# ---- design 1 ----
--- config.mk ---
export PLATFORM = sky130hd
export DESIGN_NAME = mux_arbiter
export DESIGN_NICKNAME = d
export VERILOG_FILES = /design/src/rtl/mux_arbiter_pkg.sv /design/src/rtl/mux_arbiter_rr.sv /design/src/rtl/mux_arbiter.sv
export SDC_FILE = /design/constraint.sdc
export NUM_CORES = 1
export LEC_CHECK = 0
export CAP_MARGIN = 0
export CORE_MARGIN = 2
export CORE_UTILIZATION = 40
export CTS_BUF_LIST = sky130_fd_sc_hd__clkbuf_2
export DETAILED_ROUTE_END_ITERATION = 8
export HOLD_SLACK_MARGIN = 0.05
export PLACE_DENSITY = 0.81
export RECOVER_POWER = 50
export SLEW_MARGIN = 20
export SYNTH_ARGS = -nofsm -noshare
export SYNTH_HDL_FRONTEND = slang
export SYNTH_SLANG_ARGS = --single-unit
export TNS_END_PERCENT = 1
--- constraint.sdc ---
create_clock -name clk -period 2.7 [get_ports clk]
set_clock_uncertainty 0.1 [all_clocks]
set_input_delay 0.27 -clock clk [delete_from_list [all_inputs] [get_ports clk]]
set_output_delay 0.27 -clock clk [all_outputs]
set_load 0.01 [all_outputs]
--- src/rtl/mux_arbiter_pkg.sv ---
// Shared types and constants for the two-requester round-robin mux arbiter.
// Contents: FSM state enum, requester-id enum, default data width, stats counter width.
package mux_arbiter_pkg;

  localparam int unsigned DEFAULT_WIDTH = 64;
  localparam int unsigned CNT_W         = 16;

  typedef enum logic {
    EMPTY = 1'b0,
    FULL  = 1'b1
  } state_e;

  typedef enum logic {
    REQ_A = 1'b0,
    REQ_B = 1'b1
  } req_id_e;

endpackage : mux_arbiter_pkg

--- src/rtl/mux_arbiter_rr.sv ---
// Combinational 2-way round-robin pick.
// Ports:
//   valid_i      [1:0] request valids (bit 0 = A, bit 1 = B)
//   last_grant_i       requester granted most recently
//   window_i           accept window open
//   grant_o      [1:0] one-hot-or-zero grant (purely combinational)
module mux_arbiter_rr
  import mux_arbiter_pkg::*;
(
  input  logic [1:0] valid_i,
  input  req_id_e    last_grant_i,
  input  logic       window_i,
  output logic [1:0] grant_o
);

  // On a tie, favour whichever side did not win last time.
  always_comb begin
    grant_o = 2'b00;
    if (window_i) begin
      unique case (valid_i)
        2'b01:   grant_o = 2'b01;
        2'b10:   grant_o = 2'b10;
        2'b11:   grant_o = (last_grant_i == REQ_B) ? 2'b01 : 2'b10;
        default: grant_o = 2'b00;
      endcase
    end
  end

endmodule : mux_arbiter_rr

--- src/rtl/mux_arbiter.sv ---
// Two-requester round-robin arbiter feeding a single registered output slot.
// Optional feature macro: MUX_ARBITER_STATS_EN adds saturating per-requester
// accepted-beat counters a_cnt / b_cnt.
// Ports:
//   clk, rst_n          clock, async active-low reset
//   a_valid/a_data      requester A offer;  a_ready accepted this cycle (comb)
//   b_valid/b_data      requester B offer;  b_ready accepted this cycle (comb)
//   out_valid/out_data  registered output beat; out_sel source id (0=A, 1=B)
//   out_ready           consumer takes the beat
//   a_cnt/b_cnt         (MUX_ARBITER_STATS_EN only) accepted beat counts
module mux_arbiter
  import mux_arbiter_pkg::*;
#(
  parameter int unsigned WIDTH = DEFAULT_WIDTH
) (
  input  logic             clk,
  input  logic             rst_n,
  input  logic             a_valid,
  input  logic [WIDTH-1:0] a_data,
  output logic             a_ready,
  input  logic             b_valid,
  input  logic [WIDTH-1:0] b_data,
  output logic             b_ready,
  output logic             out_valid,
  output logic [WIDTH-1:0] out_data,
  output logic             out_sel,
  input  logic             out_ready
`ifdef MUX_ARBITER_STATS_EN
  ,
  output logic [CNT_W-1:0] a_cnt,
  output logic [CNT_W-1:0] b_cnt
`endif
);

  state_e           state_q, state_d;
  req_id_e          last_grant_q, last_grant_d;
  req_id_e          out_sel_q, out_sel_d;
  logic [WIDTH-1:0] out_data_q, out_data_d;

  logic             window_c;
  logic [1:0]       grant_c;
  req_id_e          grant_id_c;
  logic [WIDTH-1:0] sel_data_c;

  // Window gated by rst_n so readies stay low while reset is held.
  assign window_c = rst_n & ((state_q == EMPTY) | out_ready);

  mux_arbiter_rr u_rr (
    .valid_i      ({b_valid, a_valid}),
    .last_grant_i (last_grant_q),
    .window_i     (window_c),
    .grant_o      (grant_c)
  );

  assign a_ready    = grant_c[0];
  assign b_ready    = grant_c[1];
  assign grant_id_c = grant_c[1] ? REQ_B : REQ_A;

  // 2:1 payload mux feeding the output register.
  assign sel_data_c = grant_c[1] ? b_data : a_data;

  // Next-state: a grant always implies a handshake, refilling the slot;
  // otherwise a consumed beat empties it.
  always_comb begin
    state_d      = state_q;
    last_grant_d = last_grant_q;
    out_sel_d    = out_sel_q;
    out_data_d   = out_data_q;
    if (|grant_c) begin
      state_d      = FULL;
      last_grant_d = grant_id_c;
      out_sel_d    = grant_id_c;
      out_data_d   = sel_data_c;
    end else if ((state_q == FULL) && out_ready) begin
      state_d = EMPTY;
    end
  end

  // State and output registers.
  always_ff @(posedge clk or negedge rst_n) begin
    if (!rst_n) begin
      state_q      <= EMPTY;
      last_grant_q <= REQ_B;
      out_sel_q    <= REQ_A;
      out_data_q   <= '0;
    end else begin
      state_q      <= state_d;
      last_grant_q <= last_grant_d;
      out_sel_q    <= out_sel_d;
      out_data_q   <= out_data_d;
    end
  end

  assign out_valid = (state_q == FULL);
  assign out_data  = out_data_q;
  assign out_sel   = out_sel_q;

`ifdef MUX_ARBITER_STATS_EN
  logic [CNT_W-1:0] a_cnt_q, a_cnt_d;
  logic [CNT_W-1:0] b_cnt_q, b_cnt_d;

  // Saturating accepted-beat counters.
  always_comb begin
    a_cnt_d = a_cnt_q;
    b_cnt_d = b_cnt_q;
    if (a_valid && a_ready && (a_cnt_q != {CNT_W{1'b1}})) a_cnt_d = a_cnt_q + CNT_W'(1);
    if (b_valid && b_ready && (b_cnt_q != {CNT_W{1'b1}})) b_cnt_d = b_cnt_q + CNT_W'(1);
  end

  always_ff @(posedge clk or negedge rst_n) begin
    if (!rst_n) begin
      a_cnt_q <= '0;
      b_cnt_q <= '0;
    end else begin
      a_cnt_q <= a_cnt_d;
      b_cnt_q <= b_cnt_d;
    end
  end

  assign a_cnt = a_cnt_q;
  assign b_cnt = b_cnt_q;
`endif

endmodule : mux_arbiter

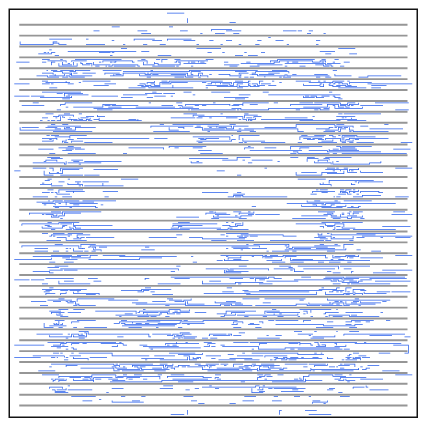
Design 1: signal wires on met1
Drawn at 4 px/micron. Supply wires on this layer in grey.
wire length on this layer: 5290 microns
main direction: horizontal
nets with wire on the layer: 577
share of all routed wire: 40%
longest straight run: 42.3 microns
vias post-DR: 4354
final WL: 13.4 mm

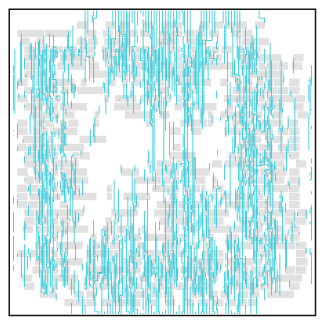
Design 1: M2 wires
Drawn at 3 px/micron. Cells faint in the background.
longest straight run: 41.5 microns
wire length on this layer: 6480 microns
met2 usage: 41.1%

==> run_results.csv <==
group,metric,value,unit
route,wl_per_cell,19.1,microns
placed_design,post-place-cells,681,
synthesis,ys.flop_type,"dfrtp_1",
run,max_cap_violations,0,
route,wl_met3,1.17,mm
grt,first_global_vias,4191,
grt,grt_use_met3,4.90,%
synthesis,yosysWarnings,0,
die,die_w,102,microns
synthesis,top_logic_kind,"AND-OR/OR-AND gates",
final_timing,worst_slew_pin_slew,1110,ps
worst_setup_path,arrival,2010,ps
placed_design,hpwl,8.63,mm
final_timing,finalCritPeriodShare,88.1,%
synthesis,area_leaders,"dfrtp_1, a31oi_1, o31ai_1",
worst_setup_path,worstSetupEndpointType,"output pin",
clock_tree,cts.clk_slew.worst_paths,200,ps
die,dieHeight,102,microns
synthesis,synthTopCellsByCount,"a31oi_1, dfrtp_1, nand4_1, o31ai_1, buf_2",
run_status,status,"finished, final reports clean",
synthesis,synthAdderAreaFrac,0,%
final_timing,hold_viol,0,
clock_tree,numCtsBuffers,9,
synthesis,edf_count,0,
route,drc,0,
synthesis,mux_area_share,0,%
grt,grt.busiest_layer,"met2",
worst_setup_path,r2r_start,"last_grant_q",
layout,diodes,0,
layout,final_common_cell,"clkdlybuf4s50_1",
synthesis,synth-async-reset-ratio,100,%
synthesis,netlist_area,3810,sq um
synthesis,ys.flops,67,
route,postRouteAntennaNets,0,
clock_tree,h-tree-depth,3,
worst_setup_path,path_cells,"o2111ai_1 -> inv_1 -> clkdlybuf4s50_1",
layout,most-common-layout-cells,"clkdlybuf4s50_1, a31oi_1, dfrtp_1",
grt,met1_usage,31.6,%
clock_tree,cts_sinks,67,
power,vdd_ir_drop_max,0.000214,V
grt,grt_pass1_wl,20.4,mm
power,cellPowerDensity,520,nW/um^2
synthesis,ys_area,3810,sq um
final_timing,fin_ws,321,ps
route,wl_met2,6.48,mm
-- area by class of cell --
class	instances	share of cell area (%)
sequential	67	28.6
timing repair buffer	216	36.5
inverter	3	0.192
multi-input combinational	268	30.6
clock inverter	4	0.342
clock buffer	12	1.03
tap	129	2.76
-- where the power goes --
part           total (mW)  internal (mW)  switching [mW]
registers            1.31           1.20           0.112
clock network       0.490          0.127           0.362
logic                1.25          0.650           0.597
-- cell families (layout without fill, tap and decap cells) --
| family | after synthesis | after routing |
|---|---|---|
| flops | 67 | 67 |
| buf+inv | 74 | 235 |
| compound gates | 197 | 197 |
| simple gates | 71 | 71 |
-- metrics by stage --
step	utilization (%)	hold slack (ps)	cell area (sq um)	power, mW
finish	63.4	211	5860	3.04
global route	63.4	173	5860	3.22
CTS	63.5	169	5860	3.09
detailed placement	62.4	-11.4	5760	2.61
global placement	62.4	-13.0	5760	2.57
floorplan	-	-126	3810	1.89
-- worst max-delay path by stage --
stage	from	to	slack (ps)
final	last_grant_q	a_ready	320
after global routing	last_grant_q	a_ready	220
after CTS	last_grant_q	a_ready	320
after detailed placement	out_ready	out_data[7]	440
after global placement	out_ready	out_data[3]	530
after floorplan	out_valid	b_ready	1100

# ---- design 2 ----
File: src/rtl/imem_loader_pkg.sv
// Shared types and constants for the instruction-memory loader and the fetch stage.
// Holds the loader state encoding, the word geometry and the byte-packing helper.
package imem_loader_pkg;

    localparam int BYTES_PER_WORD = 4;
    localparam int INSN_W         = 32;

    typedef enum logic [2:0] {
        IDLE,
        LEN_HI,
        LEN_LO,
        DATA,
        WRITE,
        CSUM,
        DONE,
        ERROR
    } state_t;

    // Shift one stream byte into a partially assembled instruction word.
    function automatic logic [INSN_W-1:0] pack_byte(
        input logic [INSN_W-1:0] word,
        input logic [7:0]        data_byte,
        input logic              big_endian
    );
        if (big_endian) begin
            return {word[INSN_W-9:0], data_byte};
        end
        return {data_byte, word[INSN_W-1:8]};
    endfunction

endpackage

File: src/rtl/imem_word_packer.sv
// Byte-to-word packer: 2-bit lane counter plus shift register.
// word_full flags the cycle in which the 4th byte of a word is being accepted.
module imem_word_packer
    import imem_loader_pkg::*;
#(
    parameter bit BIG_ENDIAN = 1'b1
) (
    input  logic              clk,
    input  logic              rst,
    input  logic              clear,
    input  logic              byte_valid,
    input  logic [7:0]        data_byte,
    output logic [INSN_W-1:0] word,
    output logic              word_full
);

    logic [1:0] cnt;

    assign word_full = byte_valid && (cnt == 2'(BYTES_PER_WORD - 1));

    always_ff @(posedge clk or posedge rst) begin
        if (rst) begin
            cnt  <= 2'd0;
            word <= '0;
        end else if (clear) begin
            cnt  <= 2'd0;
        end else if (byte_valid) begin
            cnt  <= cnt + 2'd1;
            word <= pack_byte(word, data_byte, BIG_ENDIAN);
        end
    end

endmodule

File: src/rtl/imem_loader.sv
// Loads a length-prefixed byte stream into instruction memory and holds the CPU in reset until done.
// Optional LOADER_CHECKSUM_EN: a trailing XOR-of-data byte must match before DONE.
module imem_loader
    import imem_loader_pkg::*;
#(
    parameter int ADDR_W     = 8,
    parameter bit BIG_ENDIAN = 1'b1
) (
    input  logic              clk,
    input  logic              rst,
    input  logic              start,
    input  logic              rx_valid,
    input  logic [7:0]        rx_data,
    output logic              rx_ready,
    output logic              imem_we,
    output logic [ADDR_W-1:0] imem_addr,
    output logic [INSN_W-1:0] imem_wdata,
    output logic              cpu_rst_hold,
    output logic              done,
    output logic              err
);

    state_t            state;
    state_t            state_nx;
    logic [15:0]       len;
    logic [15:0]       len_rx;
    logic [ADDR_W:0]   idx;
    logic [INSN_W-1:0] word;
    logic              accept;
    logic              byte_valid;
    logic              word_full;
    logic              start_load;
    logic              last_word;
    logic              len_zero;
    logic              len_big;
    logic              done_q;
    logic              err_q;
    logic              hold_q;

    assign rx_ready   = (state == LEN_HI) || (state == LEN_LO) ||
                        (state == DATA)   || (state == CSUM);
    assign accept     = rx_valid && rx_ready;
    assign byte_valid = accept && (state == DATA);
    assign start_load = start && ((state == IDLE) || (state == DONE) || (state == ERROR));

    // Length decision is made on the LEN_LO byte itself, before it is registered.
    assign len_rx    = {len[15:8], rx_data};
    assign len_zero  = (len_rx == 16'd0);
    assign len_big   = (32'(len_rx) > (32'd1 << ADDR_W));
    assign last_word = (32'(idx) == (32'(len) - 32'd1));

`ifdef LOADER_CHECKSUM_EN
    logic [7:0] csum;

    always_ff @(posedge clk or posedge rst) begin
        if (rst) begin
            csum <= 8'd0;
        end else if (start_load) begin
            csum <= 8'd0;
        end else if (byte_valid) begin
            csum <= csum ^ rx_data;
        end
    end
`endif

    imem_word_packer #(
        .BIG_ENDIAN(BIG_ENDIAN)
    ) u_packer (
        .clk       (clk),
        .rst       (rst),
        .clear     (start_load),
        .byte_valid(byte_valid),
        .data_byte (rx_data),
        .word      (word),
        .word_full (word_full)
    );

    always_comb begin
        state_nx = state;
        case (state)
            IDLE, DONE, ERROR: begin
                if (start) state_nx = LEN_HI;
            end
            LEN_HI: begin
                if (accept) state_nx = LEN_LO;
            end
            LEN_LO: begin
                if (accept) begin
                    if (len_zero) begin
`ifdef LOADER_CHECKSUM_EN
                        state_nx = CSUM;
`else
                        state_nx = DONE;
`endif
                    end else if (len_big) begin
                        state_nx = ERROR;
                    end else begin
                        state_nx = DATA;
                    end
                end
            end
            DATA: begin
                if (word_full) state_nx = WRITE;
            end
            WRITE: begin
                if (last_word) begin
`ifdef LOADER_CHECKSUM_EN
                    state_nx = CSUM;
`else
                    state_nx = DONE;
`endif
                end else begin
                    state_nx = DATA;
                end
            end
`ifdef LOADER_CHECKSUM_EN
            CSUM: begin
                if (accept) state_nx = (rx_data == csum) ? DONE : ERROR;
            end
`endif
            default: state_nx = IDLE;
        endcase
    end

    always_ff @(posedge clk or posedge rst) begin
        if (rst) begin
            state <= IDLE;
        end else begin
            state <= state_nx;
        end
    end

    always_ff @(posedge clk or posedge rst) begin
        if (rst) begin
            len <= 16'd0;
            idx <= '0;
        end else begin
            if (start_load) begin
                idx <= '0;
            end else if (state == WRITE) begin
                idx <= idx + 1'b1;
            end
            if (accept && (state == LEN_HI)) len[15:8] <= rx_data;
            if (accept && (state == LEN_LO)) len[7:0]  <= rx_data;
        end
    end

    // Status flags follow the next state so they change on the cycle DONE/ERROR is entered.
    always_ff @(posedge clk or posedge rst) begin
        if (rst) begin
            done_q <= 1'b0;
            err_q  <= 1'b0;
            hold_q <= 1'b1;
        end else begin
            done_q <= (state_nx == DONE);
            err_q  <= (state_nx == ERROR);
            hold_q <= (state_nx != DONE);
        end
    end

    assign imem_we      = (state == WRITE);
    assign imem_addr    = idx[ADDR_W-1:0];
    assign imem_wdata   = word;
    assign done         = done_q;
    assign err          = err_q;
    assign cpu_rst_hold = hold_q;

endmodule
File: config.mk
export PLATFORM = sky130hd
export DESIGN_NAME = imem_loader
export DESIGN_NICKNAME = d
export VERILOG_FILES = /design/src/rtl/imem_loader_pkg.sv /design/src/rtl/imem_word_packer.sv /design/src/rtl/imem_loader.sv
export SDC_FILE = /design/constraint.sdc
export NUM_CORES = 1
export LEC_CHECK = 0
export ABC_AREA = 1
export CAP_MARGIN = 0
export CELL_PAD_IN_SITES_DETAIL_PLACEMENT = 1
export CELL_PAD_IN_SITES_GLOBAL_PLACEMENT = 1
export CORE_MARGIN = 5
export CORE_UTILIZATION = 42
export DETAILED_ROUTE_END_ITERATION = 12
export GPL_TIMING_DRIVEN = 0
export HOLD_SLACK_MARGIN = 0.08
export PLACE_DENSITY = 0.85
export SYNTH_ARGS = -nofsm -noshare
export SYNTH_HDL_FRONTEND = slang
export SYNTH_SLANG_ARGS = --single-unit
File: constraint.sdc
create_clock -name clk -period 6.3 [get_ports clk]
set_clock_uncertainty 0.15 [all_clocks]
set_input_delay 1.26 -clock clk [delete_from_list [all_inputs] [get_ports clk]]
set_output_delay 1.26 -clock clk [all_outputs]
set_load 0.01 [all_outputs]
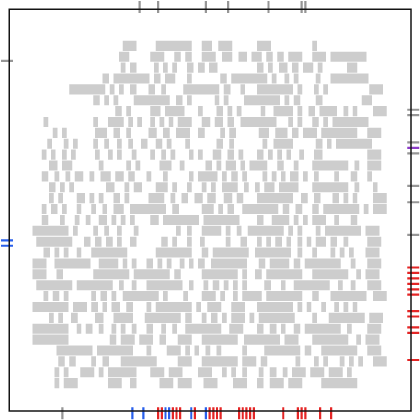
Design 2: pin map
Drawn at 4 px/micron. Pins as bars across the die edge, other pins in grey.
legend:
  purple:
    port: err
    pins: 1
    direction: output
    edge: right
  blue:
    port: rx_data
    pins: 8
    direction: input
    edge: 6 bottom, 2 left
  red:
    port: imem_wdata
    pins: 32
    direction: output
    edge: 21 bottom, 11 right
all pins by edge: 28 bottom, 19 right, 7 top, 3 left
IO Port Bufs: 56
Die Width: 100 microns
die height: 100 microns

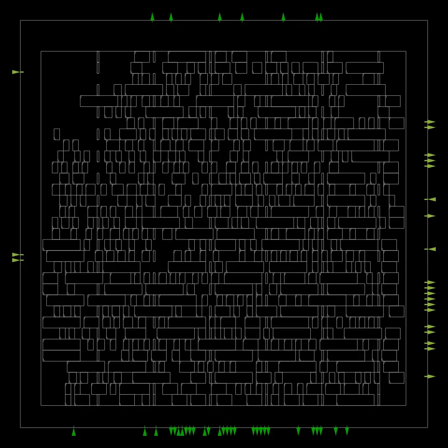
Design 2: placed standard cells
Tapcells: 102
num rows: 32

==> run_results.csv <==
group,metric,value,unit
synthesis,postSynthSeqShare,47.8,%
route,firstDrtPassIters,4,
hold_path,whs_path_depth,2,
placed_design,hpwl,8.17,mm
route,drc,0,
clock_tree,h-tree-depth,3,
clock_tree,clk_latency,340,ps
final_timing,slew_headroom,53.6,%
power,vdd_ir_drop_max,0.000191,V
run,warning_count,26,
worst_setup_path,r2r_start,"len[0]",
worst_setup_path,cp-startpoint,"state[1]",
die,die_area,10000,sq um
run_status,status,"finished, final reports clean",
synthesis,yosysWarnings,0,
power,p_leak,2.02,nW
clock_tree,numCtsBuffers,9,
hold_path,min_from,"u_packer.word[24]",
hold_path,hold_class,"reg2reg",
placed_design,gp_congestion,0.839,
grt,grt_pass1_wl,17.3,mm
route,wl_per_cell,16.5,microns
route,via_per_inst,5.20,
layout,seq_cells,65,
synthesis,ys.flops,65,
synthesis,synthTopCellsByCount,"nand2_1, dfrtp_1, inv_1",
layout,seq_share,38.0,%
layout,dominant_cells,"flip-flops and latches",
layout,drive_gt1_share,9.71,%
final_timing,finalCritPeriodShare,51.6,%
synthesis,synth_dominant_cell_count,"nand2_1",
synthesis,synth_cell_type_count,30,
grt,first_global_vias,3490,
worst_setup_path,cp_max_fo,9,
worst_setup_path,crit_required,4890,ps
worst_setup_path,timing.rr.end,"done",
final_timing,hold_viol,0,
layout,n_all_buffers,73,
clock_tree,cts.clk_slew.worst_paths,70,ps
layout,diodes,0,
layout,layout.area.seq,1630,sq um
grt,grt-ovfl-total,0,
placed_design,dpl_cell_area,4120,sq um
layout,most-common-layout-cells,"nand2_1, dfrtp_1, clkdlybuf4s50_1",
final_timing,fin_ws,3050,ps
die,core,7810,sq um
clock_tree,cts_sinks,65,
synthesis,syn-num-nets,468,
worst_setup_path,startpoint_type,"register",
worst_setup_path,rrSetupSlack,3950,ps
clock_tree,cts_resized,0,
final_timing,slew_viol_final,0,
clock_tree,postCtsSetupRepairBufs,0,
worst_setup_path,rr_worst_depth,14,
hold_path,worst_hold_path.endpoint,"u_packer.word[24]",
clock_tree,cts_tree,"built",
layout,nets,536,
layout,layout.area.comb,1470,sq um
placed_design,pre_cts_slack,3050,ps
run,max_cap_violations,0,
grt,antenna_found_initial,0,
synthesis,synth-async-reset-ratio,100,%
layout,final_cell_area,4290,sq um
synthesis,edf_count,0,
layout,final_cells,627,
power,finalPower,2.08,mW
synthesis,ys.flop_type,"dfrtp_1",
layout,logic_gate_count,313,
## worst max-delay path, stage by stage, from the launching register on
cell and delay [ps]:
dfrtp_1 400, nor2_1 70, nand2_1 160, clkinv_1 290
clkdlybuf4s50_1 570
## layer usage
| metal | global-route usage, % | vias up | wire (microns) |
|---|---|---|---|
| li1 | - | 1561 | - |
| met5 | 0 | - | 0 |
| met3 | 3.61 | 10 | 611 |
| met1 | 28.4 | 1617 | 4440 |
| met2 | 37.9 | 72 | 5180 |
| met4 | 4.87 | 0 | 102 |
## registers in the layout, indices dropped and copies added, names as in the netlist
name	flops
u_packer.word	32
len	16
idx	9
state	3
u_packer.cnt	2
cpu_rst_hold	1
done	1
err	1
## cells by family after synthesis
| group | after synthesis | synth area share [%] |
|---|---|---|
| compound gates | 67 | 10.1 |
| buf+inv | 75 | 9.21 |
| fa+ha+maj | 3 | 1.10 |
| xor+xnor | 3 | 0.771 |
| flops | 65 | 47.8 |
| simple gates | 240 | 31.1 |
## where the power goes
group | internal, mW | switching (mW) | leakage (nW)
sequential | 0.587 | 0.157 | 0.829
combinational | 0.412 | 0.606 | 1.11
clock | 0.152 | 0.162 | 0.0818
total | 1.15 | 0.925 | 2.02

# ---- design 3 ----
Design 3, M3 wires:
Drawn at 1.5 px/micron.
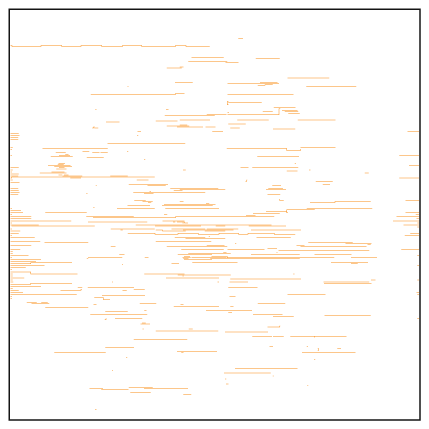
Design 3, signal wires on met1:
Drawn at 1.5 px/micron. Supply wires on this layer in grey.
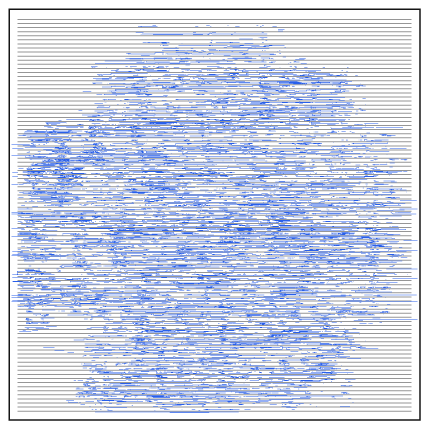
### config.mk
export PLATFORM = sky130hd
export DESIGN_NAME = frame_decoder_flat
export DESIGN_NICKNAME = d
export VERILOG_FILES = /design/src/rtl/frame_decoder_pkg.sv /design/src/rtl/frame_decoder_if.sv /design/src/rtl/frame_decoder_fifo.sv /design/src/rtl/frame_decoder.sv /design/src/flat_wrapper.sv
export SDC_FILE = /design/constraint.sdc
export NUM_CORES = 1
export LEC_CHECK = 0
export CORE_MARGIN = 5
export CORE_UTILIZATION = 45
export DETAILED_ROUTE_END_ITERATION = 7
export GPL_TIMING_DRIVEN = 0
export PLACE_DENSITY = 0.65
export SYNTH_ARGS = -nofsm -noshare
export SYNTH_HDL_FRONTEND = slang
export SYNTH_HIERARCHICAL = 1
export SYNTH_SLANG_ARGS = --single-unit
### constraint.sdc
create_clock -name clock -period 8.55 [get_ports clock]
set_input_delay 0.855 -clock clock [delete_from_list [all_inputs] [get_ports clock]]
set_output_delay 0.855 -clock clock [all_outputs]
set_load 0.02 [all_outputs]
### src/rtl/frame_decoder_pkg.sv
// Shared readout definitions: stream markers, field widths, decoder states,
// the payload FIFO entry layout and the ROI peel-order priority encoder.
// Ports: none (package).
package readout_pkg;

    localparam int DATA_W = 30;   // readout stream word
    localparam int BCID_W = 12;   // L1ACC/BCID field of the SOF word
    localparam int ROI_W  = 16;   // one bit per pixel of the 4x4 matrix
    localparam int PIX_W  = 4;    // pixel index 0..15
    localparam int WIDX_W = 8;    // word index as carried on the output bus

    // SOF is recognised on the upper 18 bits only; the low 12 bits carry BCID.
    localparam logic [17:0]       SOF_MARK  = 18'h25555;
    localparam logic [DATA_W-1:0] EOF_WORD  = 30'h2EADBEEF;
    localparam logic [DATA_W-1:0] IDLE_WORD = '0;

    typedef enum logic [1:0] {
        ST_IDLE    = 2'd0,
        ST_PAYLOAD = 2'd1,
        ST_TRAILER = 2'd2
    } state_t;

    // One payload FIFO entry, packed MSB-first as {last, pix, widx, data}.
    typedef struct packed {
        logic              last;
        logic [PIX_W-1:0]  pix;
        logic [WIDX_W-1:0] widx;
        logic [DATA_W-1:0] data;
    } pay_t;

    // Index of the highest set bit of the mask (0 when the mask is empty).
    // The sequencer reads pixels out in this same highest-first order, so
    // both sides must use this one function.
    function automatic logic [PIX_W-1:0] prio_enc(input logic [ROI_W-1:0] mask);
        logic [PIX_W-1:0] idx;
        idx = '0;
        for (int i = 0; i < ROI_W; i++) begin
            if (mask[i]) idx = PIX_W'(i);
        end
        return idx;
    endfunction

endpackage

### src/rtl/frame_decoder_if.sv
// Bus bundle between the readout stream source / payload consumer and the
// frame decoder. master = stream source + consumer side, slave = decoder.
// Signals: din/roi stream inputs, rd_* FWFT payload port, frame_* status.
interface frame_decoder_if;
    import readout_pkg::*;

    logic [DATA_W-1:0] din;
    logic [ROI_W-1:0]  roi;
    logic              rd_ready;
    logic              rd_valid;
    logic [DATA_W-1:0] rd_data;
    logic [PIX_W-1:0]  rd_pix;
    logic [WIDX_W-1:0] rd_widx;
    logic              rd_last;
    logic [BCID_W-1:0] frame_l1id;
    logic              frame_done;
    logic [1:0]        frame_err;
    logic              busy;
    logic [15:0]       frame_cnt;
    logic [7:0]        err_cnt;

    modport master (
        output din, roi, rd_ready,
        input  rd_valid, rd_data, rd_pix, rd_widx, rd_last,
        input  frame_l1id, frame_done, frame_err, busy, frame_cnt, err_cnt
    );

    modport slave (
        input  din, roi, rd_ready,
        output rd_valid, rd_data, rd_pix, rd_widx, rd_last,
        output frame_l1id, frame_done, frame_err, busy, frame_cnt, err_cnt
    );

endinterface

### src/rtl/frame_decoder_fifo.sv
// Synchronous first-word-fall-through FIFO with full/empty flags.
// Latency: a push at edge N is visible on o_head_dat right after edge N.
// Backpressure: a push while full is accepted only if a pop happens in the
// same cycle; otherwise it is ignored (the caller detects the drop).
// Ports: clk/rst, i_push/i_push_dat write side, i_pop read side,
//        o_head_dat current head, o_full/o_empty occupancy flags.
module frame_fifo #(
    parameter int W     = 43,
    parameter int DEPTH = 16
) (
    input  logic         clk,
    input  logic         rst,
    input  logic         i_push,
    input  logic [W-1:0] i_push_dat,
    input  logic         i_pop,
    output logic [W-1:0] o_head_dat,
    output logic         o_full,
    output logic         o_empty
);
    localparam int AW = $clog2(DEPTH);

    logic [W-1:0]  r_mem [DEPTH];
    logic [AW-1:0] r_wr_ptr;
    logic [AW-1:0] r_rd_ptr;
    logic [AW:0]   r_count;

    logic w_do_push;
    logic w_do_pop;

    assign o_full  = (r_count == (AW+1)'(DEPTH));
    assign o_empty = (r_count == '0);

    // Full + pop frees the slot being written, so that push still lands.
    assign w_do_pop  = i_pop & ~o_empty;
    assign w_do_push = i_push & (~o_full | w_do_pop);

    assign o_head_dat = r_mem[r_rd_ptr];

    // DEPTH is a power of two, so the pointers wrap naturally.
    always_ff @(posedge clk or posedge rst) begin
        if (rst) begin
            r_wr_ptr <= '0;
            r_rd_ptr <= '0;
            r_count  <= '0;
        end else begin
            if (w_do_push) r_wr_ptr <= r_wr_ptr + AW'(1);
            if (w_do_pop)  r_rd_ptr <= r_rd_ptr + AW'(1);
            r_count <= r_count + (AW+1)'(w_do_push) - (AW+1)'(w_do_pop);
        end
    end

    // Storage needs no reset: nothing reads it while the FIFO is empty.
    always_ff @(posedge clk) begin
        if (w_do_push) r_mem[r_wr_ptr] <= i_push_dat;
    end

endmodule

### src/rtl/frame_decoder.sv
// Receive-side ETROC1 frame decoder: locks on SOF, tags payload words with
// pixel/word index into a FWFT FIFO, checks the EOF trailer and counts frames.
// Latency: payload word sampled at edge N is on rd_* after N; frame_done
// pulses the cycle after the trailer edge. Backpressure: the stream cannot be
// stalled; pushes into a full FIFO are dropped and flagged as overflow.
// Ports: clock/reset; bus (slave): din/roi stream in, rd_* payload out,
//        frame_l1id/frame_done/frame_err/busy/frame_cnt/err_cnt status.
module frame_decoder
    import readout_pkg::*;
#(
    parameter int FIFO_DEPTH           = 16,
    parameter int WORDS_PER_PIXEL_LOG2 = 8
) (
    input  logic            clock,
    input  logic            reset,
    frame_decoder_if.slave  bus
);
    localparam int WW = WORDS_PER_PIXEL_LOG2;

    state_t r_state;
    state_t w_next_state;

    logic [ROI_W-1:0]  r_roi;        // pixels still to be read in this frame
    logic [WW-1:0]     r_widx;       // word index within current pixel buffer
    logic [BCID_W-1:0] r_l1id;
    logic [1:0]        r_err;        // per-frame sticky: bit1 = overflow
    logic              r_done;
    logic [1:0]        r_frame_err;
    logic [15:0]       r_frame_cnt;
    logic [7:0]        r_err_cnt;

    logic              w_is_sof;
    logic [PIX_W-1:0]  w_pix;
    logic              w_single;
    logic              w_widx_end;
    logic              w_push;
    logic              w_pop;
    logic              w_full;
    logic              w_empty;
    logic              w_drop;
    logic [1:0]        w_trl_err;
    pay_t              w_push_ent;
    pay_t              w_head;

    assign w_is_sof   = (bus.din[DATA_W-1:BCID_W] == SOF_MARK);
    assign w_pix      = prio_enc(r_roi);
    // Exactly one pixel left: clearing the lowest set bit leaves nothing.
    assign w_single   = ((r_roi & (r_roi - ROI_W'(1))) == '0);
    assign w_widx_end = (r_widx == '1);
    assign w_trl_err  = {r_err[1], (bus.din != EOF_WORD)};

    // ---------------------------------------------------------------
    // FSM
    // ---------------------------------------------------------------
    always_ff @(posedge clock or posedge reset) begin
        if (reset) r_state <= ST_IDLE;
        else       r_state <= w_next_state;
    end

    always_comb begin
        w_next_state = r_state;
        w_push       = 1'b0;
        case (r_state)
            ST_IDLE: begin
                // Only SOF matters here; stray EOF or noise is ignored.
                if (w_is_sof) begin
                    w_next_state = (bus.roi == '0) ? ST_TRAILER : ST_PAYLOAD;
                end
            end
            ST_PAYLOAD: begin
                // Payload is never pattern-matched: it may alias SOF/EOF.
                w_push = 1'b1;
                if (w_widx_end && w_single) w_next_state = ST_TRAILER;
            end
            ST_TRAILER: begin
                // The trailer slot is consumed here and never retried as SOF.
                w_next_state = ST_IDLE;
            end
            default: w_next_state = ST_IDLE;
        endcase
    end

    // ---------------------------------------------------------------
    // Payload FIFO
    // ---------------------------------------------------------------
    always_comb begin
        w_push_ent      = '0;
        w_push_ent.last = w_widx_end & w_single;
        w_push_ent.pix  = w_pix;
        w_push_ent.widx = WIDX_W'(r_widx);
        w_push_ent.data = bus.din;
    end

    assign w_pop  = bus.rd_ready & ~w_empty;
    assign w_drop = w_push & w_full & ~w_pop;

    frame_fifo #(
        .W     ($bits(pay_t)),
        .DEPTH (FIFO_DEPTH)
    ) u_fifo (
        .clk        (clock),
        .rst        (reset),
        .i_push     (w_push),
        .i_push_dat (w_push_ent),
        .i_pop      (w_pop),
        .o_head_dat (w_head),
        .o_full     (w_full),
        .o_empty    (w_empty)
    );

    // ---------------------------------------------------------------
    // Frame bookkeeping
    // ---------------------------------------------------------------
    always_ff @(posedge clock or posedge reset) begin
        if (reset) begin
            r_roi       <= '0;
            r_widx      <= '0;
            r_l1id      <= '0;
            r_err       <= '0;
            r_done      <= 1'b0;
            r_frame_err <= '0;
            r_frame_cnt <= '0;
            r_err_cnt   <= '0;
        end else begin
            r_done      <= 1'b0;
            r_frame_err <= '0;
            case (r_state)
                ST_IDLE: begin
                    if (w_is_sof) begin
                        r_l1id <= bus.din[BCID_W-1:0];
                        r_roi  <= bus.roi;
                        r_err  <= '0;
                        r_widx <= '0;
                    end
                end
                ST_PAYLOAD: begin
                    // Counting continues through drops so the trailer
                    // position stays aligned with the stream.
                    r_widx <= r_widx + WW'(1);
                    if (w_drop) r_err[1] <= 1'b1;
                    if (w_widx_end && !w_single) begin
                        r_roi <= r_roi & ~(ROI_W'(1) << w_pix);
                    end
                end
                ST_TRAILER: begin
                    r_done      <= 1'b1;
                    r_frame_err <= w_trl_err;
                    r_frame_cnt <= r_frame_cnt + 16'd1;
                    if ((w_trl_err != 2'b00) && (r_err_cnt != 8'hFF)) begin
                        r_err_cnt <= r_err_cnt + 8'd1;
                    end
                end
                default: ;
            endcase
        end
    end

    // ---------------------------------------------------------------
    // Outputs; payload fields are forced to 0 while the FIFO is empty.
    // ---------------------------------------------------------------
    assign bus.rd_valid   = ~w_empty;
    assign bus.rd_data    = w_empty ? '0   : w_head.data;
    assign bus.rd_pix     = w_empty ? '0   : w_head.pix;
    assign bus.rd_widx    = w_empty ? '0   : w_head.widx;
    assign bus.rd_last    = w_empty ? 1'b0 : w_head.last;
    assign bus.frame_l1id = r_l1id;
    assign bus.frame_done = r_done;
    assign bus.frame_err  = r_frame_err;
    assign bus.busy       = (r_state != ST_IDLE);
    assign bus.frame_cnt  = r_frame_cnt;
    assign bus.err_cnt    = r_err_cnt;

endmodule

### src/flat_wrapper.sv
// flat-port wrapper written by rule: the top's interface ports become plain ports
module frame_decoder_flat import readout_pkg::*;
#(
    parameter int FIFO_DEPTH           = 16,
    parameter int WORDS_PER_PIXEL_LOG2 = 8
)
  (clock, reset, bus_din, bus_roi, bus_rd_ready, bus_rd_valid, bus_rd_data, bus_rd_pix, bus_rd_widx, bus_rd_last, bus_frame_l1id, bus_frame_done, bus_frame_err, bus_busy, bus_frame_cnt, bus_err_cnt);
  frame_decoder_if bus_i ();
  input  logic clock;
  input  logic reset;
  input wire logic [$bits(bus_i.din)-1:0] bus_din;
  input wire logic [$bits(bus_i.roi)-1:0] bus_roi;
  input wire logic [$bits(bus_i.rd_ready)-1:0] bus_rd_ready;
  output wire logic [$bits(bus_i.rd_valid)-1:0] bus_rd_valid;
  output wire logic [$bits(bus_i.rd_data)-1:0] bus_rd_data;
  output wire logic [$bits(bus_i.rd_pix)-1:0] bus_rd_pix;
  output wire logic [$bits(bus_i.rd_widx)-1:0] bus_rd_widx;
  output wire logic [$bits(bus_i.rd_last)-1:0] bus_rd_last;
  output wire logic [$bits(bus_i.frame_l1id)-1:0] bus_frame_l1id;
  output wire logic [$bits(bus_i.frame_done)-1:0] bus_frame_done;
  output wire logic [$bits(bus_i.frame_err)-1:0] bus_frame_err;
  output wire logic [$bits(bus_i.busy)-1:0] bus_busy;
  output wire logic [$bits(bus_i.frame_cnt)-1:0] bus_frame_cnt;
  output wire logic [$bits(bus_i.err_cnt)-1:0] bus_err_cnt;
  assign bus_i.din = bus_din;
  assign bus_i.roi = bus_roi;
  assign bus_i.rd_ready = bus_rd_ready;
  assign bus_rd_valid = bus_i.rd_valid;
  assign bus_rd_data = bus_i.rd_data;
  assign bus_rd_pix = bus_i.rd_pix;
  assign bus_rd_widx = bus_i.rd_widx;
  assign bus_rd_last = bus_i.rd_last;
  assign bus_frame_l1id = bus_i.frame_l1id;
  assign bus_frame_done = bus_i.frame_done;
  assign bus_frame_err = bus_i.frame_err;
  assign bus_busy = bus_i.busy;
  assign bus_frame_cnt = bus_i.frame_cnt;
  assign bus_err_cnt = bus_i.err_cnt;
  frame_decoder #(.FIFO_DEPTH(FIFO_DEPTH), .WORDS_PER_PIXEL_LOG2(WORDS_PER_PIXEL_LOG2)) u_core (.clock(clock), .reset(reset), .bus(bus_i));
endmodule
==> run_results.csv <==
group,metric,value,unit
layout,most-common-layout-cells,"edfxtp_1, mux2i_1, clkdlybuf4s50_1",
synthesis,edf_count,688,
clock_tree,cts_tree,"built",
synthesis,ys.flops,767,
worst_setup_path,worstSetupEndpointType,"output pin",
hold_path,worst_hold_path.endpoint,"u_core/bus.frame_l1id[5]",
worst_setup_path,cp_slowest_cell,"nor4b_2",
route,firstDrtPassIters,7,
final_timing,finalCritPeriodShare,54.7,%
grt,grt-ovfl-total,0,
clock_tree,numCtsBuffers,79,
final_timing,hold_viol,0,
route,postRouteAntennaNets,0,
clock_tree,cts_sinks,767,
synthesis,netlist_area,31100,sq um
worst_setup_path,path_cells,"inv_1 -> ha_1 -> nor4b_2 -> buf_4 -> clkbuf_1 -> nor2b_1 -> clkdlybuf4s50_1",
hold_path,whs_path_depth,2,
worst_setup_path,r2r_start,"u_core/r_state[1]",
worst_setup_path,cp_max_fo,10,
final_timing,fin_ws,3870,ps
synthesis,mux_area_share,12.3,%
synthesis,top_logic_kind,"multiplexers",
placed_design,dpl_cell_area,34400,sq um
final_timing,setup-violations-final,0,
final_timing,slew_headroom,28.0,%
placed_design,hpwl,50.5,mm
route,drtIter0Drc,1459,
synthesis,synth-async-reset-ratio,10.3,%
final_timing,worst_slew_pin_slew,1070,ps
grt,grt.met2_usage,32.7,%
power,cellPowerDensity,295,nW/um^2
synthesis,synth-simple-area-share,4.83,%
final_timing,slew_viol_final,0,
die,die_w,273,microns
grt,grt.busiest_layer,"met2",
worst_setup_path,arrival,3820,ps
grt,grt_pass1_wl,112,mm
synthesis,largest_area_cell,"edfxtp_1",
route,drc,0,
worst_setup_path,rr_worst_depth,9,
worst_setup_path,rrSetupSlack,4910,ps
run_status,status,"finished, final reports clean",
hold_path,min_from,"u_core/bus.frame_l1id[5]",
power,vdd_ir_drop_max,0.000177,V
layout,fin_util,53.9,%
power,p_leak,12.4,nW
synthesis,ys_cells,1724,
final_timing,skew,31.9,ps
synthesis,yosysWarnings,6,
clock_tree,cts_resized,0,
clock_tree,h-tree-depth,3,
clock_tree,cts.clk_slew.worst_paths,60,ps
synthesis,synth_cell_type_count,69,
grt,grt_use_total,20.1,%
synthesis,ys.flop_type,"edfxtp_1",
synthesis,synthCells,1724,
worst_setup_path,worstSetupPathType,"reg2out",
layout,top_register,"u_core/u_fifo/r_mem",
worst_setup_path,crit_cells,7,
placed_design,post-place-cells,2829,
synthesis,area_leaders,"edfxtp_1, dfrtp_1, mux4_2",
layout,syn2layout_area_growth,19.0,%
die,die_area,74500,sq um
## Picture notes: 'M3 wires' of design 3
main direction: horizontal
wire length on this layer: 5180 microns
longest straight run: 95.2 microns
share of all routed wire: 6.9%
met3 Use GR: 3.62%
final WL: 75.1 mm
vias post-DR: 17000

## Picture notes: 'signal wires on met1' of design 3
longest straight run: 99.8 microns
main direction: horizontal
grt met1 use: 28.3%

[synth_stat cells (all sizes together), types with 2 or more instances]
cell type,n
edfxtp,688
mux2i,186
nand2,121
a221oi,87
mux4,86
dfrtp,79
buf,55
o21ai,53
nor2b,46
a22oi,44
clkbuf,38
nor2,29
xnor2,26
inv,22
ha,14
nand3,14
nor3,12
nor4,12
a31oi,10
nand4,9
a21oi,8
nand2b,8
and4,7
xor2,6
and2,5
or4,5
a41oi,4
a21o,3
a32oi,3
and4b,3
nor4b,3
o31ai,3
or2,3
a2111oi,2
a211oi,2
a22o,2
and3,2
mux2,2
nand3b,2
nand4bb,2
o21a,2
or3,2
[area by class of cell]
cell class | instances | area (sq um)
fillers | 5306 | 31600
flip-flops and latches | 767 | 22600
multi-input cells | 841 | 7910
clock buffers | 103 | 2200
repair buffers | 174 | 2070
well taps | 931 | 1160
plain buffers | 93 | 576
clock inverters | 42 | 348
inverters | 23 | 88.8
diodes | 1 | 2.50
[power by group]
part           total [mW]  switching (mW)  internal [mW]
sequential           4.11          0.0189           4.09
clock                3.35            1.39           1.97
combinational        3.46            2.01           1.46
total                10.9            3.41           7.52

# ---- design 4 ----
Design 4, signal wires on met1:
Drawn at 3 px/micron. Supply wires on this layer in grey.
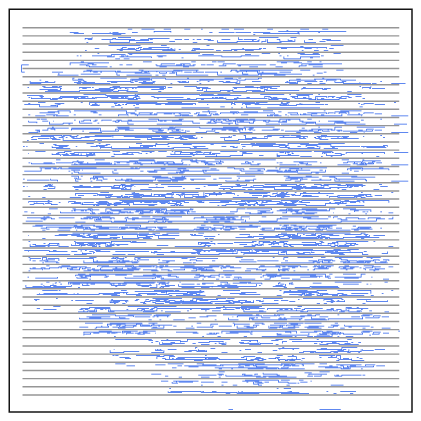
Design 4, M2 wires:
Drawn at 2 px/micron. Cells faint in the background.
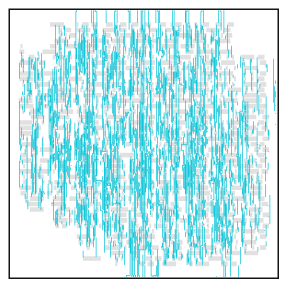
--- src/rtl/flash_boot_loader.sv ---
// Boot-time copier: streams bytes from SPI flash (READ 0x03) and writes them to RAM as little-endian words.
// Optional running checksum of written words is enabled by defining FLASH_BOOT_LOADER_CHECKSUM_EN.
module flash_boot_loader #(
    parameter int          TransferByteCount = 4096,
    parameter logic [23:0] FlashStartAddress = 24'h0,
    parameter logic [31:0] RamStartAddress   = 32'h0
) (
    input  logic        clk,
    input  logic        rst,
    input  logic        start,
    output logic        done,
    output logic        flash_clk,
    input  logic        flash_miso,
    output logic        flash_mosi,
    output logic        flash_cs_n,
    output logic        ramio_enable,
    output logic [1:0]  ramio_write_type,
    output logic [31:0] ramio_address,
    output logic [31:0] ramio_data_in,
    input  logic        ramio_busy
`ifdef FLASH_BOOT_LOADER_CHECKSUM_EN
    ,
    output logic [31:0] checksum
`endif
);

    localparam int CntW = $clog2(TransferByteCount + 1);

    localparam logic [2:0] S_IDLE  = 3'd0;
    localparam logic [2:0] S_CMD   = 3'd1;
    localparam logic [2:0] S_ADDR  = 3'd2;
    localparam logic [2:0] S_DATA  = 3'd3;
    localparam logic [2:0] S_WRITE = 3'd4;
    localparam logic [2:0] S_WAIT  = 3'd5;
    localparam logic [2:0] S_DONE  = 3'd6;

    logic [2:0]      state;
    logic            phase;      // 0: SPI clock low half, 1: high half
    logic [4:0]      bit_cnt;
    logic [23:0]     shift_reg;
    logic [31:0]     word;
    logic [CntW-1:0] byte_cnt;
    logic [31:0]     ram_addr;
    logic            wait_skip;

    // phase is cleared outside the shifting states, so the SPI clock idles low there.
    assign flash_clk  = phase;
    assign flash_mosi = ((state == S_CMD) || (state == S_ADDR)) && shift_reg[23];

    // NOTE: every register, data path included, is reset so the outputs are defined
    // from the first cycle; all state updates use non-blocking assignments.
    always_ff @(posedge clk) begin
        if (rst) begin
            state            <= S_IDLE;
            phase            <= 1'b0;
            bit_cnt          <= '0;
            shift_reg        <= '0;
            word             <= '0;
            byte_cnt         <= '0;
            ram_addr         <= '0;
            wait_skip        <= 1'b0;
            done             <= 1'b0;
            flash_cs_n       <= 1'b1;
            ramio_enable     <= 1'b0;
            ramio_write_type <= 2'b00;
            ramio_address    <= '0;
            ramio_data_in    <= '0;
`ifdef FLASH_BOOT_LOADER_CHECKSUM_EN
            checksum         <= '0;
`endif
        end else begin
            case (state)
                S_IDLE: begin
                    if (start) begin
                        flash_cs_n <= 1'b0;
                        shift_reg  <= {8'h03, 16'h0000};
                        bit_cnt    <= 5'd7;
                        phase      <= 1'b0;
                        byte_cnt   <= '0;
                        ram_addr   <= RamStartAddress;
                        state      <= S_CMD;
                    end
                end

                S_CMD, S_ADDR, S_DATA: begin
                    phase <= ~phase;
                    // End of the high half: take miso and advance to the next bit.
                    if (phase) begin
                        shift_reg <= {shift_reg[22:0], flash_miso};
                        bit_cnt   <= bit_cnt - 5'd1;
                        if (bit_cnt == 5'd0) begin
                            case (state)
                                S_CMD: begin
                                    shift_reg <= FlashStartAddress;
                                    bit_cnt   <= 5'd23;
                                    state     <= S_ADDR;
                                end
                                S_ADDR: begin
                                    bit_cnt <= 5'd7;
                                    state   <= S_DATA;
                                end
                                default: begin
                                    // Newest byte enters at the top, so byte 0 ends up in [7:0].
                                    word     <= {shift_reg[6:0], flash_miso, word[31:8]};
                                    byte_cnt <= byte_cnt + 1'b1;
                                    bit_cnt  <= 5'd7;
                                    if (byte_cnt[1:0] == 2'b11) state <= S_WRITE;
                                end
                            endcase
                        end
                    end
                end

                S_WRITE: begin
                    if (!ramio_busy) begin
                        ramio_enable     <= 1'b1;
                        ramio_write_type <= 2'b11;
                        ramio_address    <= ram_addr;
                        ramio_data_in    <= word;
                        ram_addr         <= ram_addr + 32'd4;
`ifdef FLASH_BOOT_LOADER_CHECKSUM_EN
                        checksum         <= checksum + word;
`endif
                        wait_skip        <= 1'b1;
                        state            <= S_WAIT;
                    end
                end

                S_WAIT: begin
                    ramio_enable     <= 1'b0;
                    ramio_write_type <= 2'b00;
                    // Give ramio one cycle to raise busy before trusting it.
                    if (wait_skip) begin
                        wait_skip <= 1'b0;
                    end else if (!ramio_busy) begin
                        if (byte_cnt == CntW'(TransferByteCount)) begin
                            flash_cs_n <= 1'b1;
                            done       <= 1'b1;
                            state      <= S_DONE;
                        end else begin
                            bit_cnt <= 5'd7;
                            state   <= S_DATA;
                        end
                    end
                end

                default: begin
                    flash_cs_n <= 1'b1;
                    phase      <= 1'b0;
                end
            endcase
        end
    end

endmodule

--- config.mk ---
export PLATFORM = sky130hd
export DESIGN_NAME = flash_boot_loader
export DESIGN_NICKNAME = d
export VERILOG_FILES = /design/src/rtl/flash_boot_loader.sv
export SDC_FILE = /design/constraint.sdc
export NUM_CORES = 1
export LEC_CHECK = 0
export ABC_CLOCK_PERIOD_IN_PS = 3000
export CELL_PAD_IN_SITES_DETAIL_PLACEMENT = 1
export CELL_PAD_IN_SITES_GLOBAL_PLACEMENT = 1
export CORE_MARGIN = 4
export CORE_UTILIZATION = 46
export DETAILED_ROUTE_END_ITERATION = 16
export GPL_TIMING_DRIVEN = 0
export PLACE_DENSITY = 0.9
export SLEW_MARGIN = 40
export SYNTH_ARGS = -nofsm -noshare
export SYNTH_HDL_FRONTEND = slang
export SYNTH_SLANG_ARGS = --single-unit
--- constraint.sdc ---
create_clock -name clk -period 3 [get_ports clk]
set_input_delay 0.3 -clock clk [delete_from_list [all_inputs] [get_ports clk]]
set_output_delay 0.3 -clock clk [all_outputs]
set_load 0.05 [all_outputs]
==> run_results.csv <==
group,metric,value,unit
run_status,status,"finished, final reports clean",
synthesis,ys.flop_type,"dfxtp_1",
route,firstDrtPassIters,5,
layout,n_clock_buffer,19,
clock_tree,cts_sinks,173,
worst_setup_path,rrSetupSlack,630,ps
run,max_cap_violations,0,
layout,nets,984,
clock_tree,cts.path.max_buffers,2,
grt,grt-ovfl-total,0,
layout,diodes,0,
worst_setup_path,max_stage_delay,560,ps
synthesis,largest_area_cell,"dfxtp_1",
layout,n_all_inverters,12,
clock_tree,numCtsBuffers,17,
power,p_seq,2.38,mW
final_timing,period_needed,2820,ps
final_timing,setup-violations-final,0,
synthesis,ys_area,7270,sq um
placed_design,port_buffers,73,
power,comb-power,0.883,mW
power,clock_power,2.18,mW
About 'signal wires on met1' of design 4:
share of all routed wire: 44%
main direction: horizontal
vias post-DR: 6846
final WL: 21.6 mm
grt met1 use: 30.3%

About 'M2 wires' of design 4:
longest straight run: 50.0 microns
wire length on this layer: 10800 microns
share of all routed wire: 50%
main direction: vertical
nets with wire on the layer: 872
met2 usage: 42.4%

[placed cells by master, fill, tap and decap left out, types with 6 or more instances in the layout]
| cell | count |
|---|---|
| nand2_1 | 214 |
| dfxtp_1 | 173 |
| a21oi_1 | 129 |
| clkdlybuf4s50_1 | 72 |
| clkbuf_1 | 41 |
| nor2_1 | 37 |
| a32oi_1 | 22 |
| o21ai_0 | 21 |
| buf_2 | 20 |
| or4_1 | 18 |
| clkbuf_16 | 17 |
| or3_1 | 16 |
| nand3_1 | 16 |
| o31ai_1 | 15 |
| nand4_1 | 12 |
| nor3_1 | 11 |
| inv_1 | 11 |
| a31oi_1 | 8 |
| and4_1 | 7 |
| o21a_1 | 6 |
[final timing paths]
path,depth (start not counted),start,endpoint
max,5,state[1],flash_mosi
min,2,shift_reg[16],shift_reg[16]
max reg2reg,6,bit_cnt[0],byte_cnt[10]
min reg2reg,2,shift_reg[16],shift_reg[16]
[routing by layer]
layer	up-vias	global-route usage, %	wire (microns)
met5	-	0	0
met4	0	8.80	448
met3	32	4.04	716
met2	148	42.4	10800
met1	3347	30.3	9600
li1	3319	-	-


## Gallery

Placed standard cells.
image #1
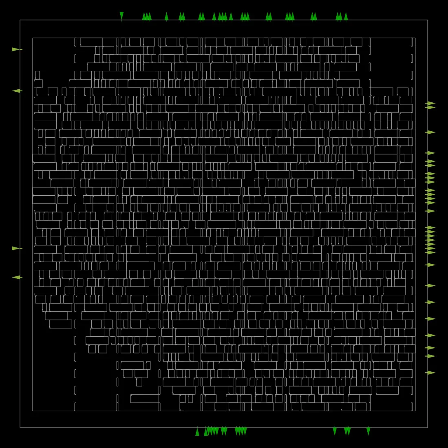
image #2
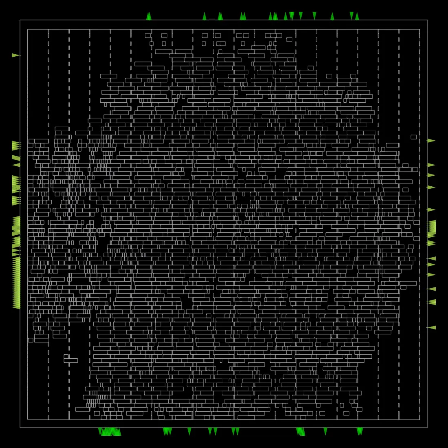
image #3
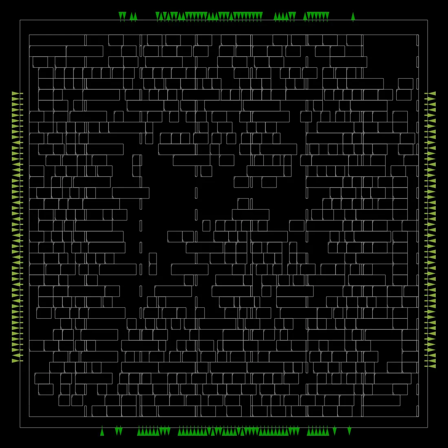
Image #1 is design 4.
Image #2 is design 3.
Image #3 is design 1.

No activity file was given, so power comes from the tool's default toggle rates.
